=== block 1 ===
==> block_1/met2.png <==
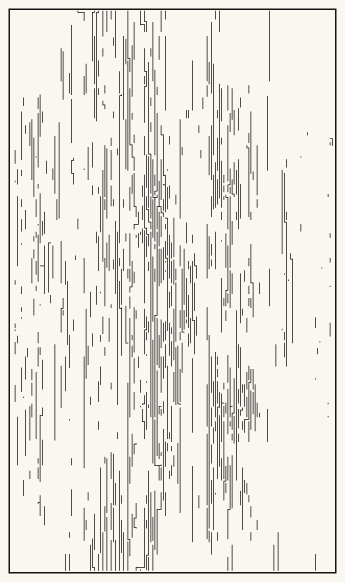
==> block_1/met3.png <==
The bar under the picture is 20 um long. Cells faint in the background.
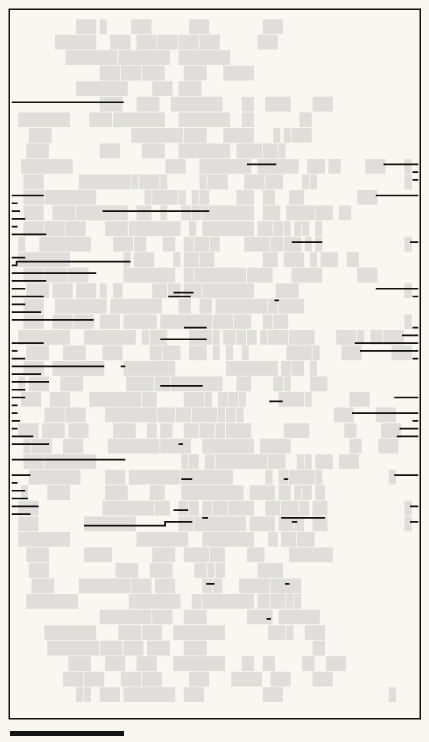
`src/rtl/conv_pkg.sv`:
```
// Shared types and constants for the conv_layer_sched sequencer.
// The pooling states exist only when CONV_POOL_EN is defined.
package conv_pkg;

  localparam int IMG_W   = 64;
  localparam int ADDR_W  = 12;
  localparam int DATA_W  = 20;
  localparam int COORD_W = $clog2(IMG_W);
  localparam int POOL_CW = COORD_W - 1;

  localparam logic [COORD_W-1:0] COORD_MAX = COORD_W'(IMG_W - 1);
  localparam logic [POOL_CW-1:0] POOL_MAX  = POOL_CW'(IMG_W / 2 - 1);
  localparam logic [3:0]         TAP_LAST  = 4'd8;

  localparam logic [2:0] CSEL_NONE = 3'b000;
  localparam logic [2:0] CSEL_L0   = 3'b001;
  localparam logic [2:0] CSEL_L1   = 3'b011;

  typedef enum logic [2:0] {
    IDLE,
    CONV_TAP,
    CONV_WAIT,
    CONV_WR,
`ifdef CONV_POOL_EN
    POOL_RD,
    POOL_WR,
`endif
    DONE
  } state_t;

  // Tap offsets in two's complement, each -1..+1.
  typedef struct packed {
    logic [1:0] dy;
    logic [1:0] dx;
  } tap_off_t;

  // Row-major 3x3 neighbourhood: (dy,dx) = (idx/3-1, idx%3-1).
  function automatic tap_off_t tap_offset(input logic [3:0] idx);
    case (idx)
      4'd0:    return '{dy: 2'b11, dx: 2'b11};
      4'd1:    return '{dy: 2'b11, dx: 2'b00};
      4'd2:    return '{dy: 2'b11, dx: 2'b01};
      4'd3:    return '{dy: 2'b00, dx: 2'b11};
      4'd4:    return '{dy: 2'b00, dx: 2'b00};
      4'd5:    return '{dy: 2'b00, dx: 2'b01};
      4'd6:    return '{dy: 2'b01, dx: 2'b11};
      4'd7:    return '{dy: 2'b01, dx: 2'b00};
      4'd8:    return '{dy: 2'b01, dx: 2'b01};
      default: return '{dy: 2'b00, dx: 2'b00};
    endcase
  endfunction

endpackage

```
`src/rtl/conv_tap_addr_gen.sv`:
```
// Combinational tap address generator: neighbour address for (x,y,tap_idx),
// falling back to the centre address with tap_zero set when off-image.
module conv_tap_addr_gen
  import conv_pkg::*;
(
  input  logic [COORD_W-1:0] x,
  input  logic [COORD_W-1:0] y,
  input  logic [3:0]         tap_idx,
  output logic [ADDR_W-1:0]  iaddr,
  output logic               tap_zero
);

  tap_off_t           off;
  logic [COORD_W+1:0] nx;
  logic [COORD_W+1:0] ny;
  logic               in_bounds;

  // Two guard bits catch both -1 (wraps to all ones) and IMG_W (carry out).
  always_comb begin
    off       = tap_offset(tap_idx);
    ny        = {2'b00, y} + {{COORD_W{off.dy[1]}}, off.dy};
    nx        = {2'b00, x} + {{COORD_W{off.dx[1]}}, off.dx};
    in_bounds = (ny[COORD_W+1:COORD_W] == 2'b00) && (nx[COORD_W+1:COORD_W] == 2'b00);
    tap_zero  = !in_bounds;
    iaddr     = in_bounds ? {ny[COORD_W-1:0], nx[COORD_W-1:0]} : {y, x};
  end

endmodule

```
`src/rtl/conv_layer_sched.sv`:
```
// conv_layer_sched: walks the image issuing 3x3 taps to the external MAC,
// writes results to layer 0, then (with CONV_POOL_EN defined) 2x2 max-pools
// layer 0 into layer 1 over the shared cmem port.
module conv_layer_sched
  import conv_pkg::*;
(
  input  logic              clk,
  input  logic              reset,
  input  logic              ready,
  output logic              busy,
  output logic [ADDR_W-1:0] iaddr,
  output logic              tap_vld,
  output logic [3:0]        tap_idx,
  output logic              tap_zero,
  output logic              tap_last,
  input  logic              res_vld,
  input  logic [DATA_W-1:0] res_data,
  output logic              cwr,
  output logic [ADDR_W-1:0] caddr_wr,
  output logic [DATA_W-1:0] cdata_wr,
  output logic              crd,
  output logic [ADDR_W-1:0] caddr_rd,
  input  logic [DATA_W-1:0] cdata_rd,
  output logic [2:0]        csel
);

  state_t             state;
  logic [COORD_W-1:0] x;
  logic [COORD_W-1:0] y;
  logic [COORD_W-1:0] x_inc;
  logic [COORD_W-1:0] y_inc;
  logic [3:0]         tap;
  logic [ADDR_W-1:0]  tap_addr;
  logic               tap_oob;
  logic               last_pixel;

  conv_tap_addr_gen u_tap_addr (
    .x        (x),
    .y        (y),
    .tap_idx  (tap),
    .iaddr    (tap_addr),
    .tap_zero (tap_oob)
  );

  // Tap outputs are qualified by the tap state so they read 0 elsewhere.
  assign tap_vld    = (state == CONV_TAP);
  assign tap_idx    = tap;
  assign tap_last   = tap_vld && (tap == TAP_LAST);
  assign tap_zero   = tap_vld && tap_oob;
  assign iaddr      = tap_vld ? tap_addr : '0;
  assign x_inc      = x + COORD_W'(1);
  assign y_inc      = y + COORD_W'(1);
  assign last_pixel = (x == COORD_MAX) && (y == COORD_MAX);

`ifdef CONV_POOL_EN
  logic [POOL_CW-1:0]       px;
  logic [POOL_CW-1:0]       py;
  logic [POOL_CW-1:0]       px_inc;
  logic [POOL_CW-1:0]       py_inc;
  logic [2:0]               pcnt;
  logic [1:0]               rd_k;
  logic signed [DATA_W-1:0] max_q;
  logic signed [DATA_W-1:0] max_next;
  logic                     crd_q;
  logic [ADDR_W-1:0]        caddr_rd_q;
  logic                     last_group;

  assign px_inc     = px + POOL_CW'(1);
  assign py_inc     = py + POOL_CW'(1);
  assign rd_k       = pcnt[1:0] + 2'd1;
  assign max_next   = ($signed(cdata_rd) > max_q) ? $signed(cdata_rd) : max_q;
  assign last_group = (px == POOL_MAX) && (py == POOL_MAX);
  assign crd        = crd_q;
  assign caddr_rd   = caddr_rd_q;
`else
  logic unused_cdata_rd;
  assign unused_cdata_rd = ^cdata_rd;
  assign crd             = 1'b0;
  assign caddr_rd        = '0;
`endif

  // Sequencer FSM with registered handshake and memory-port outputs.
  always_ff @(posedge clk or posedge reset) begin
    if (reset) begin
      state    <= IDLE;
      busy     <= 1'b0;
      x        <= '0;
      y        <= '0;
      tap      <= '0;
      cwr      <= 1'b0;
      caddr_wr <= '0;
      cdata_wr <= '0;
      csel     <= CSEL_NONE;
`ifdef CONV_POOL_EN
      px         <= '0;
      py         <= '0;
      pcnt       <= '0;
      max_q      <= '0;
      crd_q      <= 1'b0;
      caddr_rd_q <= '0;
`endif
    end else begin
      case (state)
        IDLE: begin
          if (ready) begin
            busy  <= 1'b1;
            x     <= '0;
            y     <= '0;
            tap   <= '0;
            state <= CONV_TAP;
          end
        end
        CONV_TAP: begin
          if (tap == TAP_LAST) begin
            tap   <= '0;
            state <= CONV_WAIT;
          end else begin
            tap <= tap + 4'd1;
          end
        end
        CONV_WAIT: begin
          if (res_vld) begin
            cwr      <= 1'b1;
            csel     <= CSEL_L0;
            caddr_wr <= {y, x};
            cdata_wr <= res_data;
            state    <= CONV_WR;
          end
        end
        CONV_WR: begin
          cwr  <= 1'b0;
          csel <= CSEL_NONE;
          if (x == COORD_MAX) begin
            x <= '0;
            y <= y_inc;
          end else begin
            x <= x_inc;
          end
          if (last_pixel) begin
`ifdef CONV_POOL_EN
            crd_q      <= 1'b1;
            csel       <= CSEL_L0;
            caddr_rd_q <= '0;
            px         <= '0;
            py         <= '0;
            pcnt       <= '0;
            state      <= POOL_RD;
`else
            busy  <= 1'b0;
            state <= DONE;
`endif
          end else begin
            state <= CONV_TAP;
          end
        end
`ifdef CONV_POOL_EN
        // pcnt 0..3 issue reads; read data trails by one cycle, so the
        // fourth datum is folded into the max on pcnt 4.
        POOL_RD: begin
          pcnt <= pcnt + 3'd1;
          if (pcnt == 3'd1) begin
            max_q <= cdata_rd;
          end else if (pcnt >= 3'd2) begin
            max_q <= max_next;
          end
          if (pcnt < 3'd3) begin
            caddr_rd_q <= {py, rd_k[1], px, rd_k[0]};
          end else if (pcnt == 3'd3) begin
            crd_q <= 1'b0;
            csel  <= CSEL_NONE;
          end else begin
            cwr      <= 1'b1;
            csel     <= CSEL_L1;
            caddr_wr <= ADDR_W'({py, px});
            cdata_wr <= max_next;
            pcnt     <= '0;
            state    <= POOL_WR;
          end
        end
        POOL_WR: begin
          cwr <= 1'b0;
          if (last_group) begin
            csel  <= CSEL_NONE;
            busy  <= 1'b0;
            px    <= '0;
            py    <= '0;
            state <= DONE;
          end else begin
            crd_q <= 1'b1;
            csel  <= CSEL_L0;
            state <= POOL_RD;
            if (px == POOL_MAX) begin
              px         <= '0;
              py         <= py_inc;
              caddr_rd_q <= {py_inc, 1'b0, {POOL_CW{1'b0}}, 1'b0};
            end else begin
              px         <= px_inc;
              caddr_rd_q <= {py, 1'b0, px_inc, 1'b0};
            end
          end
        end
`endif
        DONE: begin
          state <= IDLE;
        end
        default: begin
          state <= IDLE;
        end
      endcase
    end
  end

endmodule

```
`config.mk`:
```
export PLATFORM = sky130hd
export DESIGN_NAME = conv_layer_sched
export DESIGN_NICKNAME = d
export VERILOG_FILES = /design/src/rtl/conv_pkg.sv /design/src/rtl/conv_tap_addr_gen.sv /design/src/rtl/conv_layer_sched.sv
export SDC_FILE = /design/constraint.sdc
export NUM_CORES = 1
export LEC_CHECK = 0
export CAP_MARGIN = 20
export CORE_ASPECT_RATIO = 1.75
export CORE_UTILIZATION = 40
export DETAILED_ROUTE_END_ITERATION = 10
export MAX_ROUTING_LAYER = met4
export PLACE_DENSITY = 0.76
export SETUP_SLACK_MARGIN = 0.5
export SYNTH_ARGS = -nofsm -noshare
export SYNTH_HDL_FRONTEND = slang
export SYNTH_HIERARCHICAL = 1
export SYNTH_SLANG_ARGS = --single-unit
```
`constraint.sdc`:
```
create_clock -name clk -period 11.1 [get_ports clk]
set_input_delay 2.22 -clock clk [delete_from_list [all_inputs] [get_ports clk]]
set_output_delay 2.22 -clock clk [all_outputs]
set_load 0.05 [all_outputs]
```
==> results.sh <==
# yosys + openroad results
export IMPL_crit_cells=14
export IMPL_clk_pin_slew_ps=60
export IMPL_p_clk_mw=0.181
export IMPL_critical_path_class="register to output pin"
export IMPL_drc_errors=0
export IMPL_min_path_type="register to register"
export IMPL_cts_root_buf="clkbuf_16"
export IMPL_fp_utilization_pct=41.2
export IMPL_yosys_stat_cells=313
export IMPL_cp_max_fo=10
export IMPL_fmax_ghz=0.143
export IMPL_firstDrtPassIters=4
export IMPL_crit_slowest_cell="clkdlybuf4s50_1"
export IMPL_status="completed"
export IMPL_routedLengthMet1_mm=2.81
export IMPL_finalSetupViolations=0
export IMPL_logic_area_mm2=0.00184
export IMPL_dr_wl_met3_um=360
export IMPL_worstHoldStart="cdata_wr[14]$_DFFE_PP0P_"
export IMPL_edf_count=0
export IMPL_tap_cells=92
export IMPL_final_util_pct=52.4
export IMPL_final_cells=481
About block_1/met2.png:
385 nets have wire on it. The layer holds 52% of the routed length. The wires run mostly vertical. The layer carries 3,700 um of wire. The longest straight run is 42.5 um.

About block_1/met3.png:
The longest straight run is 19.8 um. The layer holds 5.1% of the routed length.
Total Routed Length: 7.13 mm
met3 global-route usage: 3.40%

synth_stat cells, types with 4 or more instances:
cell	instances	share of area [%]
mux2_4	6	2.7
nand3_1	14	2.1
buf_4	18	4.0
mux2_2	32	11
nand2b_1	5	0.92
xor2_1	4	1.0
a21oi_1	8	1.2
a21o_1	5	1.1
nand2_1	20	2.2
mux2i_1	9	2.7
o211ai_1	7	1.5
xnor2_1	5	1.3
nor2_1	8	0.88
and2_1	13	2.4
inv_1	17	1.9
o21ai_0	10	1.5
dfrtp_1	53	39
ha_1	18	6.6

=== block 2 ===
==> block_2/final_clocks.png <==
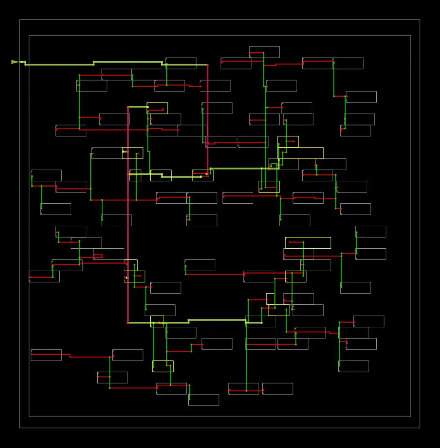
==> block_2/gate_families.png <==
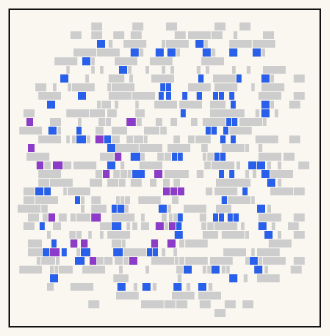
==> config.mk <==
export PLATFORM = sky130hd
export DESIGN_NAME = pwm_capture
export DESIGN_NICKNAME = d
export VERILOG_FILES = /design/src/rtl/pwm_pkg.sv /design/src/rtl/pwm_edge_sync.sv /design/src/rtl/pwm_capture.sv
export SDC_FILE = /design/constraint.sdc
export NUM_CORES = 1
export LEC_CHECK = 0
export CORE_AREA = 2 2 95 97
export CTS_CLUSTER_SIZE = 20
export DETAILED_ROUTE_END_ITERATION = 12
export DIE_AREA = 0 0 97 99
export HOLD_SLACK_MARGIN = 0.08
export PLACE_DENSITY_LB_ADDON = 0.12
export SLEW_MARGIN = 20
export SYNTH_ARGS = -nofsm -noshare
export SYNTH_HDL_FRONTEND = slang
export SYNTH_SLANG_ARGS = --single-unit
==> constraint.sdc <==
create_clock -name clk -period 4 [get_ports clk]
set_input_delay 0.8 -clock clk [delete_from_list [all_inputs] [get_ports clk]]
set_output_delay 0.8 -clock clk [all_outputs]
set_load 0.005 [all_outputs]
==> src/rtl/pwm_pkg.sv <==
// Shared definitions for the PWM generator / capture pair.
// Latency: n/a (types and constants only).
// Backpressure: n/a.
// Contents: capture FSM state encoding and the default counter resolution.
package pwm_pkg;

  // Counter/result width used by both the generator and the capture block.
  localparam int PWM_RESOLUTION = 16;

  typedef enum logic [1:0] {
    PWM_CAP_IDLE    = 2'd0,
    PWM_CAP_ARM     = 2'd1,
    PWM_CAP_MEASURE = 2'd2
  } pwm_cap_state_e;

endpackage

==> src/rtl/pwm_edge_sync.sv <==
// Synchronizes an asynchronous pin and produces registered rise/fall strobes.
// Latency: a pin change sampled at edge N appears on rise/fall after edge N+SyncStages.
// Backpressure: none; the strobes are single-cycle and always produced.
// Ports: clk, rst_n (sync, active-low), async_i (raw pin),
//        level_o (synchronized level), rise_o / fall_o (1-cycle edge strobes).
module pwm_edge_sync #(
  parameter int SyncStages = 2
) (
  input  logic clk,
  input  logic rst_n,
  input  logic async_i,
  output logic level_o,
  output logic rise_o,
  output logic fall_o
);

  logic [SyncStages-1:0] sync_q;
  logic                  prev_q;

  always_ff @(posedge clk) begin
    if (!rst_n) begin
      sync_q <= '0;
      prev_q <= 1'b0;
      rise_o <= 1'b0;
      fall_o <= 1'b0;
    end else begin
      sync_q <= {sync_q[SyncStages-2:0], async_i};
      prev_q <= sync_q[SyncStages-1];
      // Strobes are registered so the FSM sees clean, glitch-free edges.
      rise_o <= sync_q[SyncStages-1] & ~prev_q;
      fall_o <= ~sync_q[SyncStages-1] & prev_q;
    end
  end

  assign level_o = sync_q[SyncStages-1];

endmodule

==> src/rtl/pwm_capture.sv <==
// Measures period and high time of an incoming PWM waveform in clk cycles.
// Latency: pin first sampled high at edge N -> valid_o after edge N+SyncStages+1.
// Backpressure: one result is held until valid_o & ready_i; a newer capture
//   overwrites it and sets the sticky missed_o flag.
// Ports: clk, rst_n (sync, active-low), enable, pwm_in (async pin),
//   period_o / high_time_o (result), valid_o / ready_i (handshake),
//   missed_o (sticky overwrite flag), timeout_o (1-cycle saturation pulse).
module pwm_capture
  import pwm_pkg::*;
#(
  parameter int Resolution = PWM_RESOLUTION,
  parameter int SyncStages = 2
) (
  input  logic                  clk,
  input  logic                  rst_n,
  input  logic                  enable,
  input  logic                  pwm_in,
  output logic [Resolution-1:0] period_o,
  output logic [Resolution-1:0] high_time_o,
  output logic                  valid_o,
  input  logic                  ready_i,
  output logic                  missed_o,
  output logic                  timeout_o
);

  localparam logic [Resolution-1:0] CntOne = {{(Resolution-1){1'b0}}, 1'b1};
  // The step that would take cnt to all-ones is treated as saturation.
  localparam logic [Resolution-1:0] CntPreSat = {{(Resolution-1){1'b1}}, 1'b0};

  pwm_cap_state_e        state;
  logic [Resolution-1:0] cnt;
  logic [Resolution-1:0] hi_lat;
  logic                  rise;
  logic                  fall;
  // The FSM works purely from the edge strobes; the level is not needed here.
  logic                  pin_level_unused;

  pwm_edge_sync #(
    .SyncStages(SyncStages)
  ) u_edge_sync (
    .clk    (clk),
    .rst_n  (rst_n),
    .async_i(pwm_in),
    .level_o(pin_level_unused),
    .rise_o (rise),
    .fall_o (fall)
  );

  always_ff @(posedge clk) begin
    if (!rst_n) begin
      state       <= PWM_CAP_IDLE;
      cnt         <= '0;
      hi_lat      <= '0;
      period_o    <= '0;
      high_time_o <= '0;
      valid_o     <= 1'b0;
      missed_o    <= 1'b0;
      timeout_o   <= 1'b0;
    end else begin
      timeout_o <= 1'b0;

      // Consume first; a capture in the same cycle below re-asserts valid_o.
      if (valid_o && ready_i) begin
        valid_o  <= 1'b0;
        missed_o <= 1'b0;
      end

      if (!enable) begin
        state    <= PWM_CAP_IDLE;
        cnt      <= '0;
        hi_lat   <= '0;
        valid_o  <= 1'b0;
        missed_o <= 1'b0;
      end else begin
        case (state)
          PWM_CAP_IDLE: begin
            state <= PWM_CAP_ARM;
          end

          PWM_CAP_ARM: begin
            // First rise only starts timing; there is no prior period to report.
            if (rise) begin
              cnt    <= CntOne;
              hi_lat <= '0;
              state  <= PWM_CAP_MEASURE;
            end
          end

          PWM_CAP_MEASURE: begin
            if (rise) begin
              period_o    <= cnt;
              high_time_o <= hi_lat;
              valid_o     <= 1'b1;
              cnt         <= CntOne;
              hi_lat      <= '0;
              // Overwriting an unread result is only a miss if it is not
              // being consumed in this very cycle.
              if (valid_o && !ready_i) begin
                missed_o <= 1'b1;
              end
            end else begin
              cnt <= cnt + CntOne;
              if (fall) begin
                hi_lat <= cnt;
              end
              // Input stuck or too slow: drop the partial measurement and
              // wait for a fresh rise. Any held result stays untouched.
              if (cnt == CntPreSat) begin
                timeout_o <= 1'b1;
                state     <= PWM_CAP_ARM;
              end
            end
          end

          default: begin
            state <= PWM_CAP_IDLE;
          end
        endcase
      end
    end
  end

endmodule

==> results.sh <==
# yosys + openroad results
export IMPL_status="completed"
export IMPL_warnings=30
export IMPL_hold_path_cell_count=1
export IMPL_met1_usage_pct=21.3
export IMPL_yosysSeqAreaShare_pct=46.9
export IMPL_logic_area_mm2=0.00152
export IMPL_wl_met2_mm=3.48
export IMPL_tap_cells=108
export IMPL_maxCapViolations=0
export IMPL_rsz0062_at_grt="false"
export IMPL_antenna_cells=0
export IMPL_lay_top_count="nand2_1"
export IMPL_cts_resized=0
export IMPL_edf_count=0
export IMPL_power_density_mw_per_mm2=383
export IMPL_critical_path_class="input port to register"
export IMPL_cp_end_kind="register"
export IMPL_clock_latency_late_pin_ps=350
export IMPL_h_tree_depth=3
export IMPL_design_area_mm2=0.00383
export IMPL_io_buffers=39
export IMPL_inverters_excl_clock=9
export IMPL_yosys_area_mm2=0.00316
export IMPL_num_rows=34
## Picture notes: block_2/final_clocks.png
Clock Sinks: 74
CLK BUF: 10
total clock network power: 0.657 mW
Num CTS Buffers: 9
clk_skew: 7.49 ps

## Picture notes: block_2/gate_families.png
Key: blue = inverting AOI/OAI gates [cells 92, where widely spread]; purple = AND and OR gates [cells 23]

[flip-flops by register name (all words and copies together) (netlist names), named ones only]
name,count
high_time_o,16
u_edge_sync.prev_q,1
u_edge_sync.rise_o,1
u_edge_sync.fall_o,1
hi_lat,16
period_o,16
cnt,16
u_edge_sync.sync_q,2
state,2
valid_o,1
timeout_o,1
[worst max-delay path: stages]
cell and delay, ps:
clkdlybuf4s50_1 840, and3b_1 350, nand2_1 140, or4_1 520, nand3_1 90

=== block 3 ===
==> block_3/gate_families.png <==
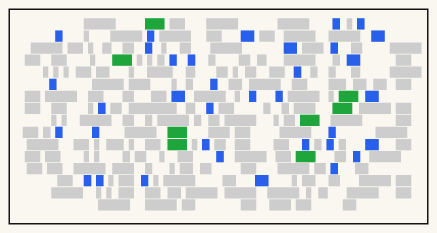
==> block_3/met3.png <==
The bar under the picture is 20 um long. Cells faint in the background.
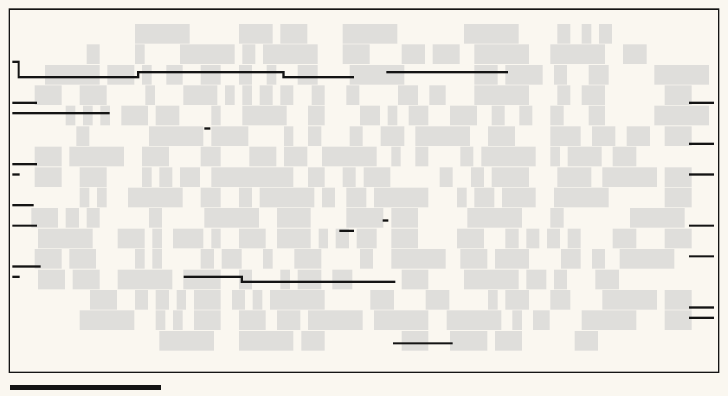
### config.mk
export PLATFORM = sky130hd
export DESIGN_NAME = binary_to_bcd
export DESIGN_NICKNAME = d
export VERILOG_FILES = /design/src/rtl/binary_to_bcd.sv
export SDC_FILE = /design/constraint.sdc
export NUM_CORES = 1
export LEC_CHECK = 0
export ABC_CLOCK_PERIOD_IN_PS = 1900
export CAP_MARGIN = 15
export CELL_PAD_IN_SITES_DETAIL_PLACEMENT = 1
export CELL_PAD_IN_SITES_GLOBAL_PLACEMENT = 1
export CORE_ASPECT_RATIO = 0.5
export CORE_MARGIN = 1
export CORE_UTILIZATION = 41
export DETAILED_ROUTE_END_ITERATION = 6
export GPL_ROUTABILITY_DRIVEN = 0
export PLACE_DENSITY_LB_ADDON = 0.1
export SLEW_MARGIN = 40
export SYNTH_ARGS = -nofsm -noshare
export SYNTH_HDL_FRONTEND = slang
export SYNTH_SLANG_ARGS = --single-unit
### constraint.sdc
create_clock -name i_clock -period 1.9 [get_ports i_clock]
set_input_delay 0.475 -clock i_clock [delete_from_list [all_inputs] [get_ports i_clock]]
set_output_delay 0.475 -clock i_clock [all_outputs]
set_load 0.01 [all_outputs]
### src/rtl/binary_to_bcd.sv
// Iterative double-dabble binary to packed-BCD converter. It converts one input bit per clock.
// Latency: o_finished is high BITS cycles after the edge that accepts i_start. One conversion every BITS+1 cycles.
// Backpressure: none. i_start is sampled only while idle. A start while busy is dropped and is not queued.
//
// Ports:
//   i_clock     system clock, rising edge
//   i_reset     synchronous active-high reset; aborts any conversion in flight
//   i_start     start request; sampled only in IDLE
//   i_binary    BITS-wide unsigned value; captured on the accepting edge only
//   o_busy      high while a conversion is in progress
//   o_finished  one-cycle pulse; o_bcd has just been updated
//   o_bcd       4*DIGITS packed BCD result; digit 0 is in bits [3:0]
//   o_overflow  (only with BINARY_TO_BCD_OVERFLOW_EN) input exceeded 10^DIGITS-1
//
// Optional feature macro: BINARY_TO_BCD_OVERFLOW_EN

module binary_to_bcd #(
   parameter int BITS   = 8,
   parameter int DIGITS = 3
) (
   input  logic                  i_clock,
   input  logic                  i_reset,
   input  logic                  i_start,
   input  logic [BITS-1:0]       i_binary,
   output logic                  o_busy,
   output logic                  o_finished,
`ifdef BINARY_TO_BCD_OVERFLOW_EN
   output logic [4*DIGITS-1:0]   o_bcd,
   output logic                  o_overflow
`else
   output logic [4*DIGITS-1:0]   o_bcd
`endif
);

   localparam int BW = 4 * DIGITS;          // BCD field width
   localparam int SW = BW + BITS;           // full shift register width
   localparam int CW = $clog2(BITS + 1);    // counter holds BITS..0

   typedef enum logic {
      S_IDLE,
      S_CONVERT
   } state_t;

   state_t          state_q;
   logic [SW-1:0]   shift_q;
   logic [CW-1:0]   cnt_q;
   logic            busy_q;
   logic            finished_q;
   logic [BW-1:0]   bcd_q;

   logic [SW-1:0]   adj_d;       // register after the per-nibble +3 step
   logic [SW-1:0]   shift_d;     // adjusted register shifted left one bit
   logic            last_d;      // this CONVERT edge completes the conversion

`ifdef BINARY_TO_BCD_OVERFLOW_EN
   logic            ovf_sticky_q;
   logic            overflow_q;
   logic            top_bit_d;   // bit leaving the top nibble on this shift
`endif

   // Each BCD nibble is adjusted from its own pre-shift value. The nibbles do not
   // interact, so a +3 in one digit cannot change the test for its neighbour.
   always_comb begin
      adj_d = shift_q;
      for (int d = 0; d < DIGITS; d++) begin
         if (shift_q[BITS + 4*d +: 4] >= 4'd5) begin
            adj_d[BITS + 4*d +: 4] = shift_q[BITS + 4*d +: 4] + 4'd3;
         end
      end
      shift_d = {adj_d[SW-2:0], 1'b0};
      last_d  = (cnt_q == CW'(1));
   end

`ifdef BINARY_TO_BCD_OVERFLOW_EN
   // The register is truncated above the top digit. Any 1 that falls off the top
   // would have become a nonzero higher digit, so it marks a value >= 10^DIGITS.
   assign top_bit_d = adj_d[SW-1];
`endif

   always_ff @(posedge i_clock) begin
      if (i_reset) begin
         state_q      <= S_IDLE;
         shift_q      <= '0;
         cnt_q        <= '0;
         busy_q       <= 1'b0;
         finished_q   <= 1'b0;
         bcd_q        <= '0;
`ifdef BINARY_TO_BCD_OVERFLOW_EN
         ovf_sticky_q <= 1'b0;
         overflow_q   <= 1'b0;
`endif
      end else begin
         finished_q <= 1'b0;
         case (state_q)
            S_IDLE: begin
               if (i_start) begin
                  shift_q      <= {{BW{1'b0}}, i_binary};
                  cnt_q        <= CW'(BITS);
                  busy_q       <= 1'b1;
                  state_q      <= S_CONVERT;
`ifdef BINARY_TO_BCD_OVERFLOW_EN
                  ovf_sticky_q <= 1'b0;
`endif
               end
            end
            S_CONVERT: begin
               shift_q      <= shift_d;
               cnt_q        <= cnt_q - CW'(1);
`ifdef BINARY_TO_BCD_OVERFLOW_EN
               ovf_sticky_q <= ovf_sticky_q | top_bit_d;
`endif
               if (last_d) begin
                  // The result is published all at once, so o_bcd never shows a partial value.
                  bcd_q      <= shift_d[SW-1:BITS];
                  finished_q <= 1'b1;
                  busy_q     <= 1'b0;
                  state_q    <= S_IDLE;
`ifdef BINARY_TO_BCD_OVERFLOW_EN
                  overflow_q <= ovf_sticky_q | top_bit_d;
`endif
               end
            end
            default: begin
               state_q <= S_IDLE;
               busy_q  <= 1'b0;
            end
         endcase
      end
   end

   assign o_busy     = busy_q;
   assign o_finished = finished_q;
   assign o_bcd      = bcd_q;
`ifdef BINARY_TO_BCD_OVERFLOW_EN
   assign o_overflow = overflow_q;
`endif

endmodule

==> results.sh <==
# yosys + openroad results
export IMPL_status="completed"
export IMPL_clkCellAreaFrac_pct=5.41
export IMPL_flops=39
export IMPL_numSynthFlops=39
export IMPL_crit_arrival_ps=1190
export IMPL_clk_pin_slew_ps=80
export IMPL_path_cells="clkdlybuf4s50_1"
export IMPL_peakVddDrop_mv=0.338
export IMPL_edf_count=0
export IMPL_floorplan_nets=200
export IMPL_cp_end_kind="output pin"
export IMPL_num_rows=16
export IMPL_grtUsageTotal_pct=19.6
export IMPL_ys_sh_aoi_pct=19.7
export IMPL_maxCapViolations=0
export IMPL_die_y_um=48.0
Notes on block_3/gate_families.png above:
Key: blue = inverting AOI/OAI gates [cells 35, where widely spread]; green = adder and majority cells [cells 8]
multi-input combinational area share: 39.6%
Non-Filler Instances: 268
most frequent logic cell in the layout: dfxtp_1

Notes on block_3/met3.png above:
The longest straight run is 20.2 um. The layer carries 152 um of wire. The layer holds 3.8% of the routed length. The wires run mostly horizontal.

[synthesized netlist by cell type, types with 6 or more instances]
cell / instances
ha_1: 8
nor2_1: 21
o2bb2ai_1: 6
a22o_1: 6
nor3_1: 8
nand3_1: 6
a21oi_1: 18
o21ai_1: 6
mux2i_1: 11
inv_1: 8
dfxtp_1: 39
[state kept, by name, summed over array words and instances, names as in the netlist]
signal      flops
cnt_q           4
shift_q        20
state_q         1
o_bcd          12
o_busy          1
o_finished      1


==> notes/layouts.md <==
Pictures saved along the way, in no particular order.

Met1 routing.
The bar under the picture is 20 um long. Supply wires on this layer in gray.
shot_01.png
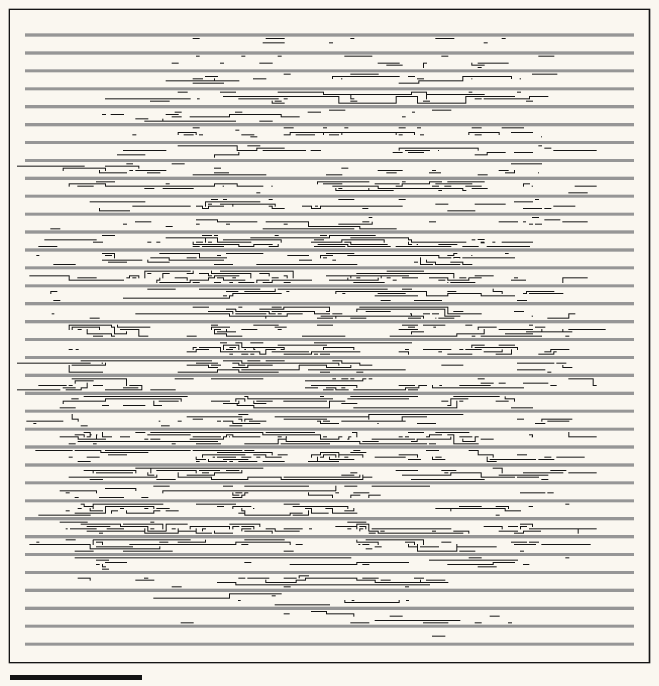
shot_02.png
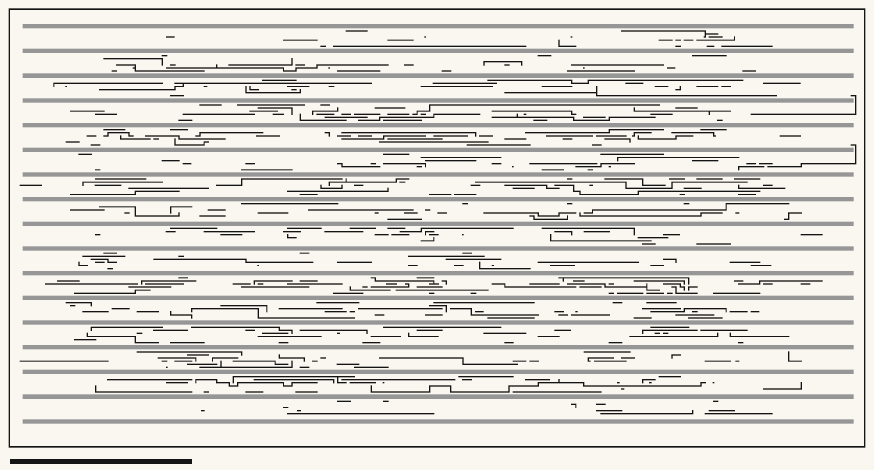
shot_03.png
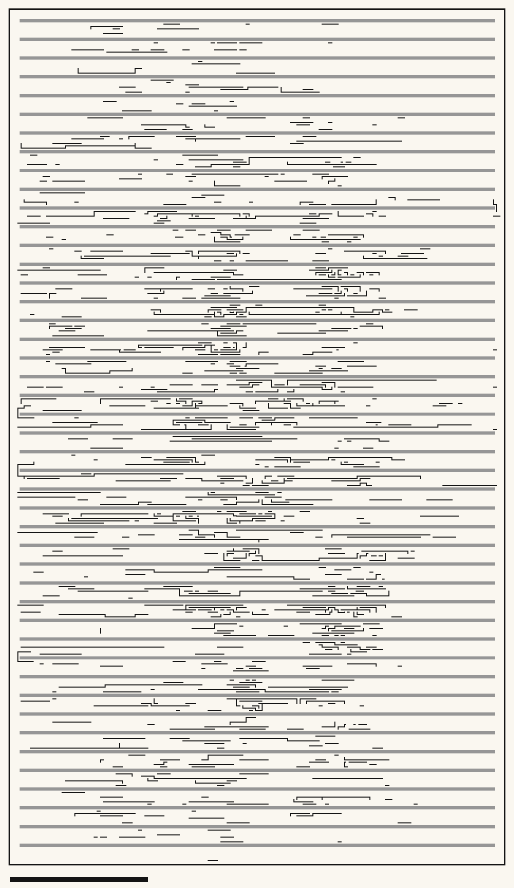
- smallest die: shot_02.png
shot_02.png: block 3
shot_01.png: block 2
shot_03.png: block 1

Key to shot_02.png:
The layer carries 1,910 um of wire. The wires run mostly horizontal. 206 nets have wire on it.

Power and IR drop assume default switching activity.
